# ---- br_resolve_unit ----
Fig. 1: br_resolve_unit, the clock network
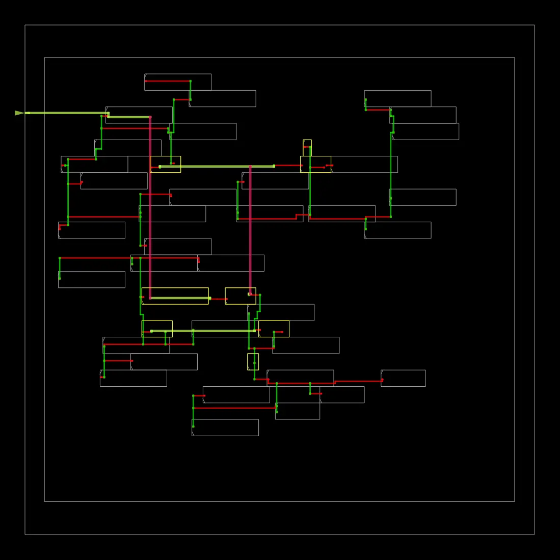

**config.mk**
```make
export PLATFORM = sky130hd
export DESIGN_NAME = br_resolve_unit
export DESIGN_NICKNAME = d
export VERILOG_FILES = /design/src/rtl/br_pkg.sv /design/src/rtl/br_bht.sv /design/src/rtl/br_resolve_unit.sv
export SDC_FILE = /design/constraint.sdc
export NUM_CORES = 1
export LEC_CHECK = 0
export CAP_MARGIN = 20
export CORE_MARGIN = 3
export CORE_UTILIZATION = 35
export CTS_CLUSTER_SIZE = 24
export DETAILED_ROUTE_END_ITERATION = 8
export SETUP_SLACK_MARGIN = 0.1
export SLEW_MARGIN = 20
export SYNTH_ARGS = -nofsm -noshare
export SYNTH_HDL_FRONTEND = slang
export SYNTH_SLANG_ARGS = --single-unit
```
**constraint.sdc**
```tcl
create_clock -name clk -period 7 [get_ports clk]
set_clock_uncertainty 0.1 [all_clocks]
set_input_delay 1.4 -clock clk [delete_from_list [all_inputs] [get_ports clk]]
set_output_delay 1.4 -clock clk [all_outputs]
set_load 0.03 [all_outputs]
```
**src/rtl/br_pkg.sv**
```systemverilog
// Shared types for the branch resolution unit: condition codes, 2-bit counter
// encodings and the condition/counter helper functions.
package br_pkg;

   localparam logic [2:0] CC_NE  = 3'b000;
   localparam logic [2:0] CC_EQ  = 3'b001;
   localparam logic [2:0] CC_GT  = 3'b010;
   localparam logic [2:0] CC_LT  = 3'b011;
   localparam logic [2:0] CC_GTE = 3'b100;
   localparam logic [2:0] CC_LTE = 3'b101;
   localparam logic [2:0] CC_OV  = 3'b110;
   localparam logic [2:0] CC_UNC = 3'b111;

   typedef enum logic [1:0] {
      SNT = 2'b00,
      WNT = 2'b01,
      WT  = 2'b10,
      ST  = 2'b11
   } bht_ctr_t;

   function automatic logic cc_eval(input logic [2:0] cc, input logic z,
                                    input logic v, input logic n);
      logic r;
      case (cc)
         CC_NE:   r = ~z;
         CC_EQ:   r = z;
         CC_GT:   r = ~z & ~n;
         CC_LT:   r = n;
         CC_GTE:  r = z | ~n;
         CC_LTE:  r = n | z;
         CC_OV:   r = v;
         default: r = 1'b1;
      endcase
      return r;
   endfunction

   // Saturating step toward ST on taken, toward SNT on not-taken.
   function automatic bht_ctr_t ctr_next(input bht_ctr_t c, input logic taken);
      bht_ctr_t r;
      r = c;
      if (taken && c != ST)       r = bht_ctr_t'(c + 2'd1);
      else if (!taken && c != SNT) r = bht_ctr_t'(c - 2'd1);
      return r;
   endfunction

endpackage

```
**src/rtl/br_bht.sv**
```systemverilog
// Untagged table of 2-bit saturating counters: one combinational read port,
// one synchronous update port, synchronous active-low reset to WNT.
module br_bht
   import br_pkg::*;
#(
   parameter int BHT_DEPTH = 16,
   localparam int IDX_W = $clog2(BHT_DEPTH)
) (
   input  logic             clk,
   input  logic             rst_n,
   input  logic [IDX_W-1:0] rd_idx_i,
   output logic             rd_taken_o,
   input  logic             upd_en_i,
   input  logic [IDX_W-1:0] upd_idx_i,
   input  logic             upd_taken_i
);

   bht_ctr_t cnt_q [BHT_DEPTH];

   // Read sees the pre-update value on a same-entry write.
   assign rd_taken_o = cnt_q[rd_idx_i][1];

   always_ff @(posedge clk) begin
      if (!rst_n) begin
         for (int i = 0; i < BHT_DEPTH; i++) cnt_q[i] <= WNT;
      end else if (upd_en_i) begin
         cnt_q[upd_idx_i] <= ctr_next(cnt_q[upd_idx_i], upd_taken_i);
      end
   end

endmodule

```
**src/rtl/br_resolve_unit.sv**
```systemverilog
// Branch resolution: architectural Z/V/N flags from NUM_LANES lanes, EX
// condition evaluation, BHT prediction/mispredict. Optional BR_STATS_EN adds counters.
module br_resolve_unit
   import br_pkg::*;
#(
   parameter int NUM_LANES = 2,
   parameter int BHT_DEPTH = 16,
   parameter int PC_W      = 16
) (
   input  logic                 clk,
   input  logic                 rst_n,
   input  logic                 stall_EX,
   input  logic [NUM_LANES-1:0] clk_z_EX,
   input  logic [NUM_LANES-1:0] clk_nv_EX,
   input  logic [NUM_LANES-1:0] zr_in,
   input  logic [NUM_LANES-1:0] ov_in,
   input  logic [NUM_LANES-1:0] neg_in,
   input  logic                 br_instr_EX,
   input  logic                 jmp_imm_EX,
   input  logic                 jmp_reg_EX,
   input  logic [2:0]           cc_EX,
   input  logic [PC_W-1:0]      pc_EX,
   input  logic                 pred_taken_EX,
   input  logic [PC_W-1:0]      pc_IF,
   output logic                 pred_taken_IF,
   output logic                 flow_change_EX,
   output logic                 mispredict_EX,
   output logic                 zr_flag,
   output logic                 ov_flag,
   output logic                 neg_flag
`ifdef BR_STATS_EN
  ,output logic [31:0]          br_cnt,
   output logic [31:0]          mispred_cnt
`endif
);

   localparam int IDX_W = $clog2(BHT_DEPTH);

   logic zr_q, zr_d, ov_q, ov_d, neg_q, neg_d;
   logic br_upd;

   // Lanes are in program order, so a later (higher) lane overrides.
   always_comb begin
      zr_d  = zr_q;
      ov_d  = ov_q;
      neg_d = neg_q;
      for (int i = 0; i < NUM_LANES; i++) begin
         if (clk_z_EX[i]) zr_d = zr_in[i];
         if (clk_nv_EX[i]) begin
            ov_d  = ov_in[i];
            neg_d = neg_in[i];
         end
      end
   end

   always_ff @(posedge clk) begin
      if (!rst_n) begin
         zr_q  <= 1'b0;
         ov_q  <= 1'b0;
         neg_q <= 1'b0;
      end else if (!stall_EX) begin
         zr_q  <= zr_d;
         ov_q  <= ov_d;
         neg_q <= neg_d;
      end
   end

   assign zr_flag  = zr_q;
   assign ov_flag  = ov_q;
   assign neg_flag = neg_q;

   // Condition uses registered flags only; same-cycle updates land next cycle.
   assign flow_change_EX = br_instr_EX ? cc_eval(cc_EX, zr_q, ov_q, neg_q)
                                       : (jmp_imm_EX | jmp_reg_EX);
   assign br_upd         = br_instr_EX & ~stall_EX;
   assign mispredict_EX  = br_upd & (flow_change_EX != pred_taken_EX);

   br_bht #(.BHT_DEPTH(BHT_DEPTH)) u_bht (
      .clk         (clk),
      .rst_n       (rst_n),
      .rd_idx_i    (pc_IF[IDX_W-1:0]),
      .rd_taken_o  (pred_taken_IF),
      .upd_en_i    (br_upd),
      .upd_idx_i   (pc_EX[IDX_W-1:0]),
      .upd_taken_i (flow_change_EX)
   );

   generate
      if (PC_W > IDX_W) begin : g_pc_hi
         logic unused_pc_hi;
         assign unused_pc_hi = ^{pc_EX[PC_W-1:IDX_W], pc_IF[PC_W-1:IDX_W]};
      end
   endgenerate

`ifdef BR_STATS_EN
   logic [31:0] br_cnt_q, mispred_cnt_q;

   always_ff @(posedge clk) begin
      if (!rst_n) begin
         br_cnt_q      <= '0;
         mispred_cnt_q <= '0;
      end else begin
         if (br_upd)        br_cnt_q      <= br_cnt_q + 32'd1;
         if (mispredict_EX) mispred_cnt_q <= mispred_cnt_q + 32'd1;
      end
   end

   assign br_cnt      = br_cnt_q;
   assign mispred_cnt = mispred_cnt_q;
`endif

endmodule

```
# ---- ahb_decoder_pl ----
## config.mk

```make
export PLATFORM = sky130hd
export DESIGN_NAME = ahb_decoder_pl
export DESIGN_NICKNAME = d
export VERILOG_FILES = /design/src/rtl/ahb_decoder_pl.sv
export SDC_FILE = /design/constraint.sdc
export NUM_CORES = 1
export LEC_CHECK = 0
export ABC_AREA = 1
export CAP_MARGIN = 20
export CORE_ASPECT_RATIO = 0.5
export CORE_MARGIN = 8
export CORE_UTILIZATION = 42
export CTS_CLUSTER_DIAMETER = 80
export DETAILED_ROUTE_END_ITERATION = 8
export HOLD_SLACK_MARGIN = 0.08
export PLACE_DENSITY_LB_ADDON = 0.2
export SLEW_MARGIN = 20
export SYNTH_ARGS = -nofsm -noshare
export SYNTH_HDL_FRONTEND = slang
export SYNTH_SLANG_ARGS = --single-unit
```

## constraint.sdc

```tcl
create_clock -name HCLK -period 2 [get_ports HCLK]
set_input_delay 0.4 -clock HCLK [delete_from_list [all_inputs] [get_ports HCLK]]
set_output_delay 0.4 -clock HCLK [all_outputs]
set_load 0.01 [all_outputs]
```

## src/rtl/ahb_decoder_pl.sv

```systemverilog
// AHB-Lite address decoder with registered data-phase mux select and integrated default slave.
// Latency: HSEL/HSEL_NOMAP combinational; MUX_SEL, default-slave response and fault capture one cycle.
// Backpressure: MUX_SEL holds while HREADY=0; a fault only starts an ERROR response when HREADY=1.
module ahb_decoder_pl #(
  parameter int                      NUM_SLAVES = 10,
  parameter logic [NUM_SLAVES*8-1:0] SLV_BASE   = {8'h57, 8'h56, 8'h55, 8'h54, 8'h53,
                                                   8'h52, 8'h51, 8'h50, 8'h20, 8'h00},
  parameter int                      ERR_CNT_W  = 8
) (
  input  logic                  HCLK,
  input  logic                  HRESETn,
  input  logic [31:0]           HADDR,
  input  logic [1:0]            HTRANS,
  input  logic                  HREADY,
  input  logic                  FAULT_CLR,
  output logic [NUM_SLAVES-1:0] HSEL,
  output logic                  HSEL_NOMAP,
  output logic [3:0]            MUX_SEL,
  output logic                  DFLT_HREADYOUT,
  output logic                  DFLT_HRESP,
  output logic [31:0]           FAULT_ADDR,
  output logic [ERR_CNT_W-1:0]  FAULT_CNT
);

  // Slave numbers are carried in 4 bits with 15 reserved for the default slave.
  if (NUM_SLAVES < 1 || NUM_SLAVES > 15) begin : g_bad_num_slaves
    $error("ahb_decoder_pl: NUM_SLAVES must be in 1..15");
  end

  typedef enum logic [1:0] {
    IDLE = 2'd0,
    ERR1 = 2'd1,
    ERR2 = 2'd2
  } dflt_state_t;

  localparam logic [3:0] DFLT_IDX = 4'd15;

  dflt_state_t state;
  logic        hit;
  logic [3:0]  hit_idx;
  logic        fault;
  logic        capture;
  logic [ERR_CNT_W-1:0] cnt_inc;

  // Transfer type bit 0 (SEQ vs NONSEQ, IDLE vs BUSY) does not affect decoding.
  logic unused_htrans0;
  assign unused_htrans0 = HTRANS[0];

  // Priority decode: the lowest matching index wins so duplicated bases stay one-hot.
  always_comb begin
    HSEL    = '0;
    hit     = 1'b0;
    hit_idx = DFLT_IDX;
    for (int i = 0; i < NUM_SLAVES; i++) begin
      if (!hit && (HADDR[31:24] == SLV_BASE[i*8 +: 8])) begin
        hit     = 1'b1;
        HSEL[i] = 1'b1;
        hit_idx = 4'(i);
      end
    end
  end

  assign HSEL_NOMAP = ~|HSEL;

  // Only active transfers accepted on the bus can fault; IDLE/BUSY to holes get OKAY.
  assign fault   = HREADY & HSEL_NOMAP & HTRANS[1];
  // ERR1 is the wait-state cycle of the response, so no new address phase completes there.
  assign capture = fault & (state != ERR1);

  assign cnt_inc = (FAULT_CNT == '1) ? FAULT_CNT : FAULT_CNT + 1'b1;

  // Data-phase mux select advances only when the previous data phase completes.
  always_ff @(posedge HCLK) begin
    if (!HRESETn) begin
      MUX_SEL <= DFLT_IDX;
    end else if (HREADY) begin
      MUX_SEL <= hit_idx;
    end
  end

  // Default slave: two-cycle ERROR response with registered HREADYOUT/HRESP.
  always_ff @(posedge HCLK) begin
    if (!HRESETn) begin
      state          <= IDLE;
      DFLT_HREADYOUT <= 1'b1;
      DFLT_HRESP     <= 1'b0;
    end else begin
      case (state)
        IDLE: begin
          if (fault) begin
            state          <= ERR1;
            DFLT_HREADYOUT <= 1'b0;
            DFLT_HRESP     <= 1'b1;
          end
        end
        ERR1: begin
          state          <= ERR2;
          DFLT_HREADYOUT <= 1'b1;
          DFLT_HRESP     <= 1'b1;
        end
        ERR2: begin
          if (fault) begin
            state          <= ERR1;
            DFLT_HREADYOUT <= 1'b0;
            DFLT_HRESP     <= 1'b1;
          end else begin
            state          <= IDLE;
            DFLT_HREADYOUT <= 1'b1;
            DFLT_HRESP     <= 1'b0;
          end
        end
        default: begin
          state          <= IDLE;
          DFLT_HREADYOUT <= 1'b1;
          DFLT_HRESP     <= 1'b0;
        end
      endcase
    end
  end

  // Fault capture for debug firmware; a new fault outranks a same-cycle clear.
  always_ff @(posedge HCLK) begin
    if (!HRESETn) begin
      FAULT_ADDR <= '0;
      FAULT_CNT  <= '0;
    end else if (capture) begin
      FAULT_ADDR <= HADDR;
      FAULT_CNT  <= FAULT_CLR ? ERR_CNT_W'(1) : cnt_inc;
    end else if (FAULT_CLR) begin
      FAULT_ADDR <= '0;
      FAULT_CNT  <= '0;
    end
  end

endmodule

```


==> notes/layouts.md <==
Pictures saved along the way, in no particular order.

Floorplan with the power grid.
Pins as bars on the die edge. Tap cells in grey.
image #1
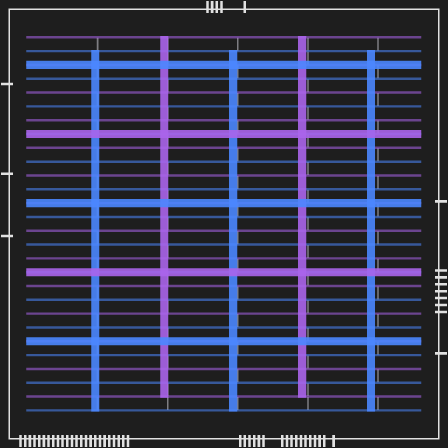
image #2
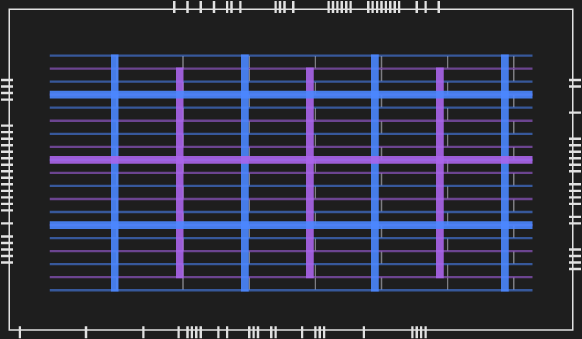
Image #2 comes from ahb_decoder_pl.
Image #1 comes from br_resolve_unit.
Of these, most pins: image #2

Fig. 2: br_resolve_unit, clock network drawn from the DEF
Scale bar: 20 um.
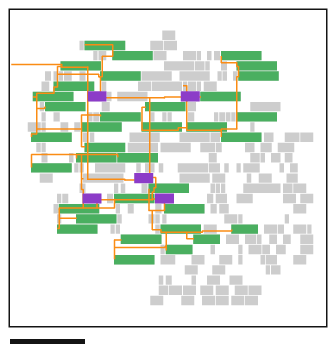
[purple] clock-net drivers | count: 5
[orange] clock wires | length: 452 um
[green] flip-flops | count: 35
routed clock nets: 6

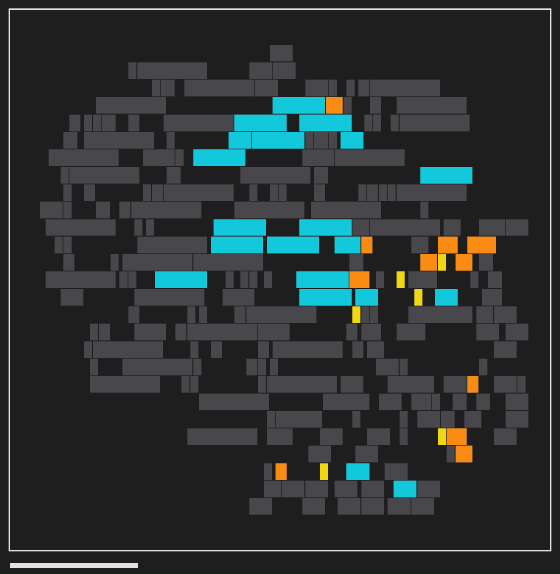
Fig. 3. Gate families picked out (br_resolve_unit).
Scale bar: 20 um.
[cyan] mux cells | cells: 20
[orange] aoi and oai cells | cells: 11 | where: middle right
[yellow] inv cells | cells: 6 | where: middle right
Final Non-Filler Cells: 296
Comb area share: 39.9%

Notes on Fig. 1 above:
worst-skew pair later-pin latency: 0.29 ns
CLK BUF: 5
Clk. pwr: 178 uW
Sink Count: 35

==> results_slide.txt, br_resolve_unit <==
Flow Results at a Glance

Run status
  • Status: completed

Setup path
  • Required time of the critical path: 5.50 ns
  • Worst-path cell chain: clkdlybuf4s50_1 > nor4bb_1 > nor2_1 > a41o_1 > xnor2_1 > nor3b_1 > clkdlybuf4s50_1
  • Critical Path Sink: mispredict_EX
  • Most frequent CP cell: clkdlybuf4s50_1

Yosys
  • Synth Flop Type: edfxtp_1
  • Top cells, area: edfxtp_1 45%, mux4_2 14%, nand2_1 6.0%
  • Simple-gate share of the synthesized area: 22.1%
  • Logic family by area: simple AND/OR/NAND/NOR gates
  • Share of the synthesized area in the top cell type: 44.8%

Timing
  • Relative slew margins: 32.9%
  • Max-slew violation count: 0

Final layout
  • Dominant logic cell types in the final layout: 34 x nand2_1, 33 x clkdlybuf4s50_1, 32 x edfxtp_1, 27 x nor2_1, 16 x nand3_1
  • Post-route cell area: 2610 sq um
  • Util after Layout: 45.8%
  • Plain + repair buffers: 33

Floorplan
  • Chip area: 7100 sq um
  • I/O Pins: 58
  • Die H: 84.3 um

Route
  • Routed WL per cell: 16.8 um

Pwr
  • Switching power: 143 uW
  • Combinational share of power: 21.5%
  • Worst VDD drop: 0.133 mV

Clocking
  • Cts bufs inserted: 5
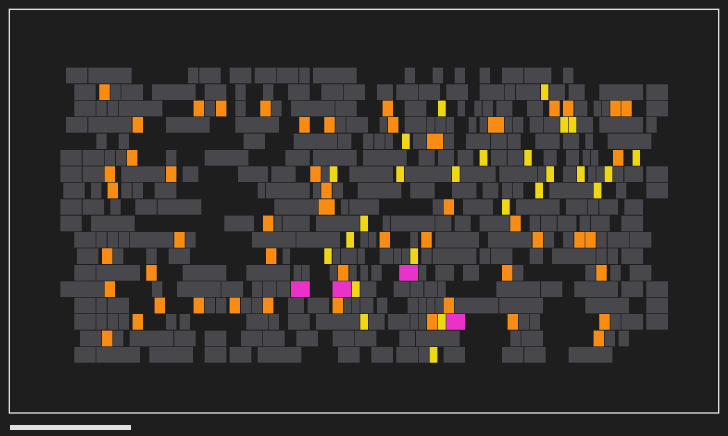
Fig. 4. Gate families picked out (ahb_decoder_pl).
Scale bar: 20 um.
[magenta] xor and xnor cells | cells: 4
[yellow] inv cells | cells: 25
[orange] aoi and oai cells | cells: 51

==> results_slide.txt, ahb_decoder_pl <==
Flow Results at a Glance

Floorplan
  • # rows: 18
  • Core Region: 4930 sq um

Yosys
  • #FFs+latches synth: 48
  • Synth Flop Type: dfxtp_1
  • Synth top cell by count: nand3_1

Route
  • Remaining antenna violation count: 0
  • Met3 wire len: 664 um
  • DR WL met2: 3.40 mm
  • Initial DRT Pass Iterations: 5

Pwr
  • Max power group: registers

Final layout
  • Register share of the cell area: 28.0%
  • Top cell category: buffers
  • Final nets: 440
  • Util after Layout: 69.6%

Setup path
  • Critical path depth: 7
  • Largest fanout on the critical path: 5

Clocking
  • Cts bufs inserted: 5
  • Postcts setup bufs: 3

Placed design
  • GPL Wtd Cong: 0.820

Run status
  • Status: completed


==> gallery <==
Cells coloured by class.
Scale bar: 20 um.
Plate I
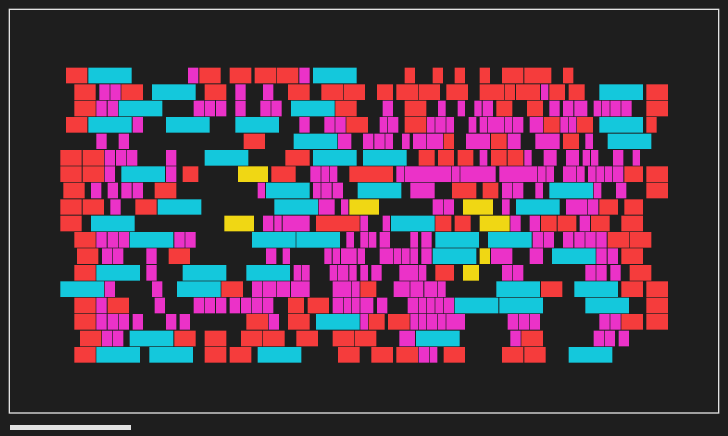
Plate II
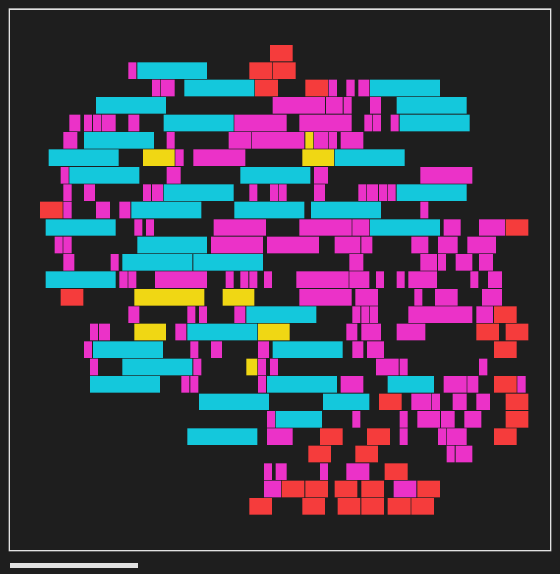
Plate II -> br_resolve_unit
Plate I -> ahb_decoder_pl
The one with the highest utilization is Plate I.
The one with the most cells is Plate I.

No activity file was given, so power comes from the tool's default toggle rates.
